# block 1

Figure 1. The metal 1 layer (block 1).
Drawn at 4 px/um. Supply wires on this layer in grey.
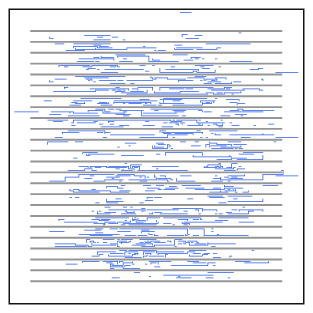

## src/rtl/uart_cmd_parser.sv

```systemverilog
`default_nettype none
// ============================================================================
//  Module      : uart_cmd_parser
//  Description : Byte-level command parser between the UART receiver and
//                out_trigger.
//
//                The parser collects received bytes into 4-byte frames:
//                SYNC, CMD, ARG and CHK, where CHK = CMD ^ ARG. It checks
//                each frame and then does one of the following:
//                  - CMD 01: trigger. Loads ARG[1:0] into pulse_rate and
//                    pulses new_pattern.
//                  - CMD 02: rate only. Loads ARG[1:0] into pulse_rate.
//                Any other frame is rejected. A frame that stalls longer
//                than TIMEOUT_CYCLES between bytes is also rejected.
//                A rejected frame pulses frame_err and increments the
//                saturating err_count.
//
//  Parameters  : TIMEOUT_CYCLES - inter-byte gap limit, in clock cycles
//                SYNC_BYTE      - frame start marker
//
//  Ports       : clock        in   system clock
//                n_reset      in   asynchronous active-low reset
//                rx_data[7:0] in   received byte, qualified by rx_valid
//                rx_valid     in   one-cycle strobe per received byte
//                new_pattern  out  one-cycle pulse per accepted trigger
//                pulse_rate   out  registered rate select, held
//                frame_err    out  one-cycle pulse per rejected frame
//                err_count    out  saturating rejected-frame count
//
//  Revision    : 1.0 - initial release
// ============================================================================
module uart_cmd_parser #(
  parameter int         TIMEOUT_CYCLES = 270000,
  parameter logic [7:0] SYNC_BYTE      = 8'hA5
) (
  input  logic       clock,
  input  logic       n_reset,
  input  logic [7:0] rx_data,
  input  logic       rx_valid,
  output logic       new_pattern,
  output logic [1:0] pulse_rate,
  output logic       frame_err,
  output logic [7:0] err_count
);

  localparam int GAP_W = (TIMEOUT_CYCLES > 1) ? $clog2(TIMEOUT_CYCLES) : 1;
  localparam logic [GAP_W-1:0] GAP_LAST = GAP_W'(TIMEOUT_CYCLES - 1);

  localparam logic [7:0] CMD_TRIGGER = 8'h01;
  localparam logic [7:0] CMD_RATE    = 8'h02;

  typedef enum logic [1:0] {
    HUNT    = 2'd0,
    GET_CMD = 2'd1,
    GET_ARG = 2'd2,
    GET_CHK = 2'd3
  } state_t;

  state_t           r_state;
  logic [7:0]       r_cmd;
  logic [7:0]       r_arg;
  logic [GAP_W-1:0] r_gap;

  state_t           w_state_next;
  logic [7:0]       w_cmd_next;
  logic [7:0]       w_arg_next;
  logic [GAP_W-1:0] w_gap_next;
  logic             w_new_pattern_next;
  logic             w_frame_err_next;
  logic [1:0]       w_pulse_rate_next;
  logic [7:0]       w_err_count_next;
  logic             w_frame_ok;

  // The frame check is evaluated against the byte currently on rx_data.
  // It is only used in GET_CHK, where that byte is the checksum.
  assign w_frame_ok = ((r_cmd == CMD_TRIGGER) || (r_cmd == CMD_RATE)) &&
                      (r_arg[7:2] == 6'd0) &&
                      (rx_data == (r_cmd ^ r_arg));

  always_comb begin
    w_state_next       = r_state;
    w_cmd_next         = r_cmd;
    w_arg_next         = r_arg;
    w_gap_next         = r_gap;
    w_new_pattern_next = 1'b0;
    w_frame_err_next   = 1'b0;
    w_pulse_rate_next  = pulse_rate;
    w_err_count_next   = err_count;

    if (rx_valid) begin
      // A byte always takes priority over a timeout that expires in the
      // same cycle.
      w_gap_next = '0;
      case (r_state)
        HUNT: begin
          if (rx_data == SYNC_BYTE) begin
            w_state_next = GET_CMD;
          end
        end
        GET_CMD: begin
          w_cmd_next   = rx_data;
          w_state_next = GET_ARG;
        end
        GET_ARG: begin
          w_arg_next   = rx_data;
          w_state_next = GET_CHK;
        end
        GET_CHK: begin
          w_state_next = HUNT;
          if (w_frame_ok) begin
            w_pulse_rate_next  = r_arg[1:0];
            w_new_pattern_next = (r_cmd == CMD_TRIGGER);
          end else begin
            w_frame_err_next = 1'b1;
          end
        end
        default: w_state_next = HUNT;
      endcase
    end else if (r_state == HUNT) begin
      w_gap_next = '0;
    end else if (r_gap == GAP_LAST) begin
      w_state_next     = HUNT;
      w_gap_next       = '0;
      w_frame_err_next = 1'b1;
    end else begin
      w_gap_next = r_gap + GAP_W'(1);
    end

    if (w_frame_err_next && (err_count != 8'hFF)) begin
      w_err_count_next = err_count + 8'd1;
    end
  end

  always_ff @(posedge clock or negedge n_reset) begin
    if (!n_reset) begin
      r_state     <= HUNT;
      r_cmd       <= 8'h00;
      r_arg       <= 8'h00;
      r_gap       <= '0;
      new_pattern <= 1'b0;
      frame_err   <= 1'b0;
      pulse_rate  <= 2'b00;
      err_count   <= 8'h00;
    end else begin
      r_state     <= w_state_next;
      r_cmd       <= w_cmd_next;
      r_arg       <= w_arg_next;
      r_gap       <= w_gap_next;
      new_pattern <= w_new_pattern_next;
      frame_err   <= w_frame_err_next;
      pulse_rate  <= w_pulse_rate_next;
      err_count   <= w_err_count_next;
    end
  end

endmodule
`default_nettype wire

```

## config.mk

```make
export PLATFORM = sky130hd
export DESIGN_NAME = uart_cmd_parser
export DESIGN_NICKNAME = d
export VERILOG_FILES = /design/src/rtl/uart_cmd_parser.sv
export SDC_FILE = /design/constraint.sdc
export NUM_CORES = 1
export LEC_CHECK = 0
export CORE_MARGIN = 5
export CORE_UTILIZATION = 60
export DETAILED_ROUTE_END_ITERATION = 12
export PLACE_DENSITY = 0.88
export SYNTH_ARGS = -nofsm -noshare
export SYNTH_HDL_FRONTEND = slang
export SYNTH_SLANG_ARGS = --single-unit
```

## constraint.sdc

```tcl
create_clock -name clock -period 7.56 [get_ports clock]
set_input_delay 1.512 -clock clock [delete_from_list [all_inputs] [get_ports clock]]
set_output_delay 1.512 -clock clock [all_outputs]
set_load 0.05 [all_outputs]
```

# block 2

[config.mk]
export PLATFORM = sky130hd
export DESIGN_NAME = apb_slave
export DESIGN_NICKNAME = d
export VERILOG_FILES = /design/src/rtl/apb_slave_pkg.sv /design/src/rtl/apb_slave_regfile.sv /design/src/rtl/apb_slave.sv
export SDC_FILE = /design/constraint.sdc
export NUM_CORES = 1
export LEC_CHECK = 0
export CAP_MARGIN = 0
export CORE_ASPECT_RATIO = 0.75
export CORE_UTILIZATION = 51
export CTS_CLUSTER_SIZE = 20
export DETAILED_ROUTE_END_ITERATION = 16
export PLACE_DENSITY = 0.73
export SKIP_CTS_REPAIR_TIMING = 1
export SLEW_MARGIN = 0
export SYNTH_ARGS = -nofsm -noshare
export SYNTH_HDL_FRONTEND = slang
export SYNTH_SLANG_ARGS = --single-unit
[constraint.sdc]
create_clock -name PCLK -period 5 [get_ports PCLK]
set_input_delay 1.25 -clock PCLK [delete_from_list [all_inputs] [get_ports PCLK]]
set_output_delay 1.25 -clock PCLK [all_outputs]
set_load 0.01 [all_outputs]
[src/rtl/apb_slave_pkg.sv]
// Shared types and sizing for the APB register slave.
package apb_slave_pkg;
  localparam int ADDR_W    = 32;
  localparam int DATA_W    = 32;
  localparam int REG_COUNT = 32;
  localparam int IDX_W     = $clog2(REG_COUNT);

  localparam logic [DATA_W-1:0] DEFAULT_ID_VALUE = 32'hA9B0_0001;

  typedef enum logic {
    ST_IDLE   = 1'b0,
    ST_ACCESS = 1'b1
  } state_t;
endpackage

[src/rtl/apb_slave_regfile.sv]
// 32 x 32-bit register storage; entry 0 reads as a fixed ID and is never written.
module apb_slave_regfile
  import apb_slave_pkg::*;
#(
  parameter logic [DATA_W-1:0] ID_VALUE = DEFAULT_ID_VALUE
) (
  input  logic              clk,
  input  logic              rst,
  input  logic              we,
  input  logic [IDX_W-1:0]  idx,
  input  logic [DATA_W-1:0] wdata,
  output logic [DATA_W-1:0] rdata
);

  logic [DATA_W-1:0] mem [REG_COUNT];

  always_ff @(posedge clk) begin
    if (rst) begin
      for (int i = 0; i < REG_COUNT; i++) mem[i] <= '0;
    end else if (we && idx != '0) begin
      mem[idx] <= wdata;
    end
  end

  assign rdata = (idx == '0) ? ID_VALUE : mem[idx];

endmodule

[src/rtl/apb_slave.sv]
// APB slave front end: setup/access FSM, wait-state counter and error decode
// in front of a small register file.
module apb_slave
  import apb_slave_pkg::*;
#(
  parameter int                WAIT_STATES = 1,
  parameter logic [DATA_W-1:0] ID_VALUE    = DEFAULT_ID_VALUE
) (
  input  logic              PCLK,
  input  logic              PRESET,
  input  logic              PSEL,
  input  logic              PENABLE,
  input  logic              PWRITE,
  input  logic [ADDR_W-1:0] PADDR,
  input  logic [DATA_W-1:0] PWDATA,
  output logic [DATA_W-1:0] PRDATA,
  output logic              PREADY,
  output logic              PSLVERR,
  output state_t            dbg_state
);

  localparam int CNT_W = 3;

  state_t            state_q;
  logic [CNT_W-1:0]  cnt_q;
  logic [ADDR_W-1:0] addr_q;
  logic [DATA_W-1:0] wdata_q;
  logic              write_q;

  logic              ready;
  logic              err;
  logic              we;
  logic [DATA_W-1:0] rf_rdata;

  // Handshake: a transfer is a setup cycle (PSEL=1, PENABLE=0) followed by
  // access cycles (PSEL=1, PENABLE=1); it completes on the edge where
  // PREADY=1, and dropping PSEL or PENABLE during access aborts it.
  assign ready = (state_q == ST_ACCESS) && (cnt_q == '0);

  // Out-of-range, unaligned, or a write to the read-only ID entry.
  assign err = (addr_q[ADDR_W-1:IDX_W+2] != '0) ||
               (addr_q[1:0] != 2'b00) ||
               (write_q && addr_q[IDX_W+1:2] == '0);

  assign we = ready && PSEL && PENABLE && write_q && !err && !PRESET;

  assign PREADY    = ready;
  assign PSLVERR   = ready && err;
  assign PRDATA    = (ready && !write_q && !err) ? rf_rdata : '0;
  assign dbg_state = state_q;

  always_ff @(posedge PCLK) begin
    if (PRESET) begin
      state_q <= ST_IDLE;
      cnt_q   <= '0;
      addr_q  <= '0;
      wdata_q <= '0;
      write_q <= 1'b0;
    end else begin
      case (state_q)
        ST_IDLE: begin
          if (PSEL && !PENABLE) begin
            addr_q  <= PADDR;
            wdata_q <= PWDATA;
            write_q <= PWRITE;
            cnt_q   <= CNT_W'(WAIT_STATES);
            state_q <= ST_ACCESS;
          end
        end
        ST_ACCESS: begin
          if (!(PSEL && PENABLE)) begin
            state_q <= ST_IDLE;
          end else if (cnt_q == '0) begin
            state_q <= ST_IDLE;
          end else begin
            cnt_q <= cnt_q - 1'b1;
          end
        end
        default: state_q <= ST_IDLE;
      endcase
    end
  end

  apb_slave_regfile #(
    .ID_VALUE(ID_VALUE)
  ) u_regfile (
    .clk   (PCLK),
    .rst   (PRESET),
    .we    (we),
    .idx   (addr_q[IDX_W+1:2]),
    .wdata (wdata_q),
    .rdata (rf_rdata)
  );

endmodule


==> layout pictures side by side <==
Cell outlines without signal wires.
(a)
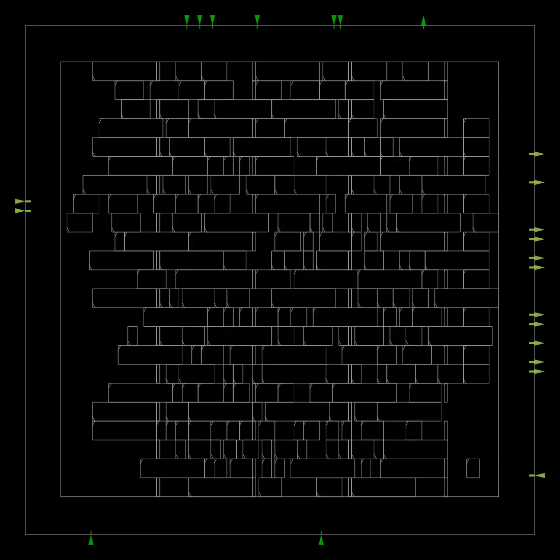
(b)
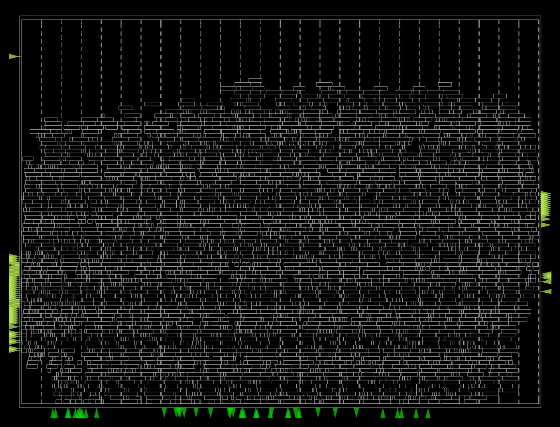
| from | picture |
|---|---|
| block 2 | (b) |
| block 1 | (a) |
The one with the most cells is (b).

Figure 2. Metal 4 (block 2).
Drawn at 1 px/um. Supply wires on this layer in grey.
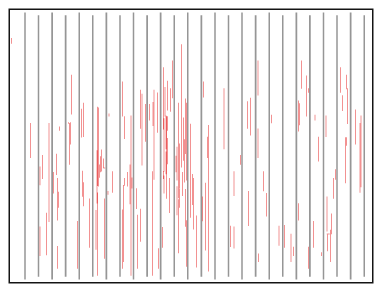
share of all routed wire: 3.4%
wire length on this layer: 5020 um
nets with wire on the layer: 80
longest straight run: 160 um
main direction: vertical

Figure 3. The metal 3 layer (block 2).
Drawn at 1 px/um.
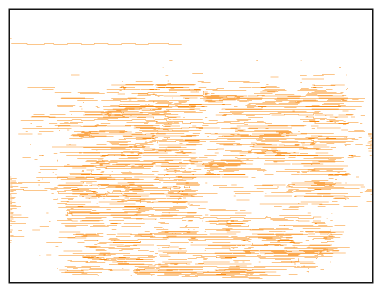
longest straight run: 141 um
main direction: horizontal

==> impl_metrics.json, block 2 <==
{
  "sequential_cell_total": 1098,
  "run_status": "completed",
  "dr_wl_met2_um": 65220,
  "slowest_stage": "or3_1",
  "postLayoutCoreUtil_pct": 58.32,
  "comb_share_pct": 28.57,
  "routed_via_density": 6.870,
  "non_clock_buffer_area_share_pct": 4.825,
  "type_of_the_worst_setup_path": "reg2out",
  "top_area_cell": "edfxtp_1",
  "globalRouteOverflowTotal": 0,
  "globalplace.congestion": 0.8721,
  "clock_power_share_pct": 38.9,
  "cts.clk_slew.worst_paths_ns": 0.06,
  "met1_track_demand_over_resource_in_global_routing_pct": 44.45,
  "syn-mean-instance-area_sq_um": 14.08
}
-- block 2: cells in the mapped netlist, types with 15 or more instances --
master	number
clkbuf_1	226
dfxtp_1	74
nor4_1	66
mux4_2	256
nor3_1	836
o21ai_0	80
nor2_1	15
nor3_2	100
mux2i_1	66
buf_6	16
inv_1	40
buf_2	142
a22oi_1	50
a21oi_1	73
a22o_1	24
edfxtp_1	1024
nand2_1	342
-- block 2: logic make-up after synthesis --
kind of cell / after synthesis
DFF: 1098
muxes: 329
other: 1
AOI/OAI and AO/OA: 251
and+or+nand+nor: 1395
buffers and inverters: 445
adders and majority gates: 2
-- block 2: path summary, 6_finish.rpt --
| path | start | to | depth (start not counted) |
|---|---|---|---|
| setup reg to reg | addr_q[2]$_SDFFE_PP0P_ | u_regfile.mem[20][7]$_SDFFCE_PN0P_ | 7 |
| hold reg to reg | addr_q[19]$_SDFFE_PP0P_ | addr_q[19]$_SDFFE_PP0P_ | 2 |
| hold / removal | addr_q[19]$_SDFFE_PP0P_ | addr_q[19]$_SDFFE_PP0P_ | 2 |
| setup / recovery | cnt_q[0]$_SDFFE_PP0P_ | PRDATA[24] | 8 |
Figure 4. The metal 3 layer (block 1).
Drawn at 4 px/um.
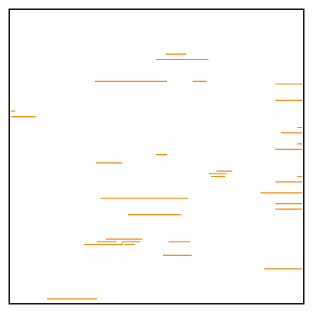
wire length on this layer: 219 um
share of all routed wire: 5.1%
main direction: horizontal

About Figure 1:
wire length on this layer: 1920 um
nets with wire on the layer: 228
longest straight run: 24.4 um

==> impl_metrics.json, block 1 <==
{
  "run_status": "completed",
  "critPathLaunchType": "input pin",
  "finalNonFillerCells": 286,
  "yosys-dominant-comb-family": "simple AND/OR/NAND/NOR gates",
  "worstHoldStart": "err_count[5]$_DFFE_PN0P_",
  "log.warning_count": 29,
  "ys_cells": 210,
  "cp_top_family": "AND-OR/OR-AND gates",
  "chip_area_sq_um": 5364,
  "ctsResizeCount": 0,
  "path_cells": "clkdlybuf4s50_1 -> xor2_1 -> or3_1 -> a2111oi_2 -> o21ai_4 -> nand4_1 -> mux2_1",
  "regToRegEndpoint": "err_count[6]$_DFFE_PN0P_",
  "vdd_drop_max_v": 0.0001945,
  "finalWorstSetupSlack_ns": 4.003,
  "setup.worst_path.end_class": "flop",
  "slowest_stage": "a2111oi_2",
  "cts_max_path_bufs": 2,
  "synthesis.instances": 210,
  "clock_net_power_mw": 0.191,
  "power.total_mw": 0.8243,
  "numCtsBuffers": 5,
  "slew_headroom_pct": 29.77,
  "post_cts_hold_buffer_count": 0,
  "pre_cts_slack_ns": 3.683,
  "h-tree-depth": 2,
  "holdWs_ns": 0.4978,
  "top_cells_by_area": "dfrtp_1 (51%), mux2_2 (8.4%), xnor2_1 (4.7%)",
  "insertedDiodeCount": 0,
  "initial_utilization_pct": 60.87,
  "syn_nets": 227,
  "vias": 1644,
  "ff2ff_path_depth": 6,
  "post_route_cells_drive_above_1_share_pct": 13.56,
  "place.detailed.instances": 278,
  "power-top-group": "registers",
  "syn-cell-area_sq_um": 2400
}
==> block 1: cell type report <==
cell class / count / area (sq um)
Inverter: 3 / 11.26
Tap cell: 50 / 62.56
Fill cell: 295 / 1171
Clock buffer: 7 / 86.33
Sequential cell: 49 / 1226
Multi-Input combinational cell: 154 / 1140
Timing Repair Buffer: 22 / 215.2
Clock inverter: 1 / 30.03
==> block 1: per-layer routing <==
layer | wire length (um) | global-route usage (%) | up-vias
li1 | - | - | 784
met1 | 1921 | 24.08 | 807
met2 | 2070 | 28.60 | 47
met3 | 218 | 3.857 | 6
met4 | 70 | 7.787 | 0
met5 | 0 | 0 | -
==> block 1: synth_stat cells, drive strengths merged (3+ instances only) <==
library cell  count
or3               3
clkbuf            3
mux2             22
nor4              3
nand2            16
xnor2            13
nor2             24
xor2             13
ha                6
inv               3
nor3              3
and3              8
nand3            12
nand4            10
dfrtp            49
==> block 1: sequential cells by signal (all words and copies together), names as in the netlist <==
| name | count |
|---|---|
| err_count | 8 |
| frame_err | 1 |
| new_pattern | 1 |
| pulse_rate | 2 |
| r_arg | 8 |
| r_cmd | 8 |
| r_gap | 19 |
| r_state | 2 |


==> gallery <==
The metal 2 layer.
panel A
Drawn at 4 px/um. Cells faint in the background.
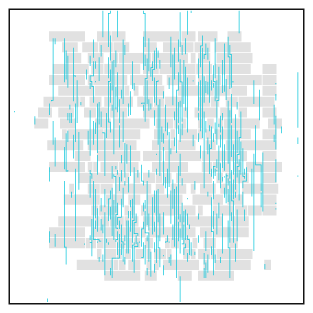
panel B
Drawn at 1 px/um. Cells faint in the background.
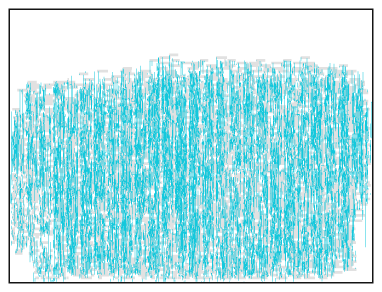
| picture | from |
|---|---|
| panel B | block 2 |
| panel A | block 1 |

Key to panel B:
main direction: vertical
longest straight run: 83.0 um

No activity file was given, so power comes from the tool's default toggle rates.
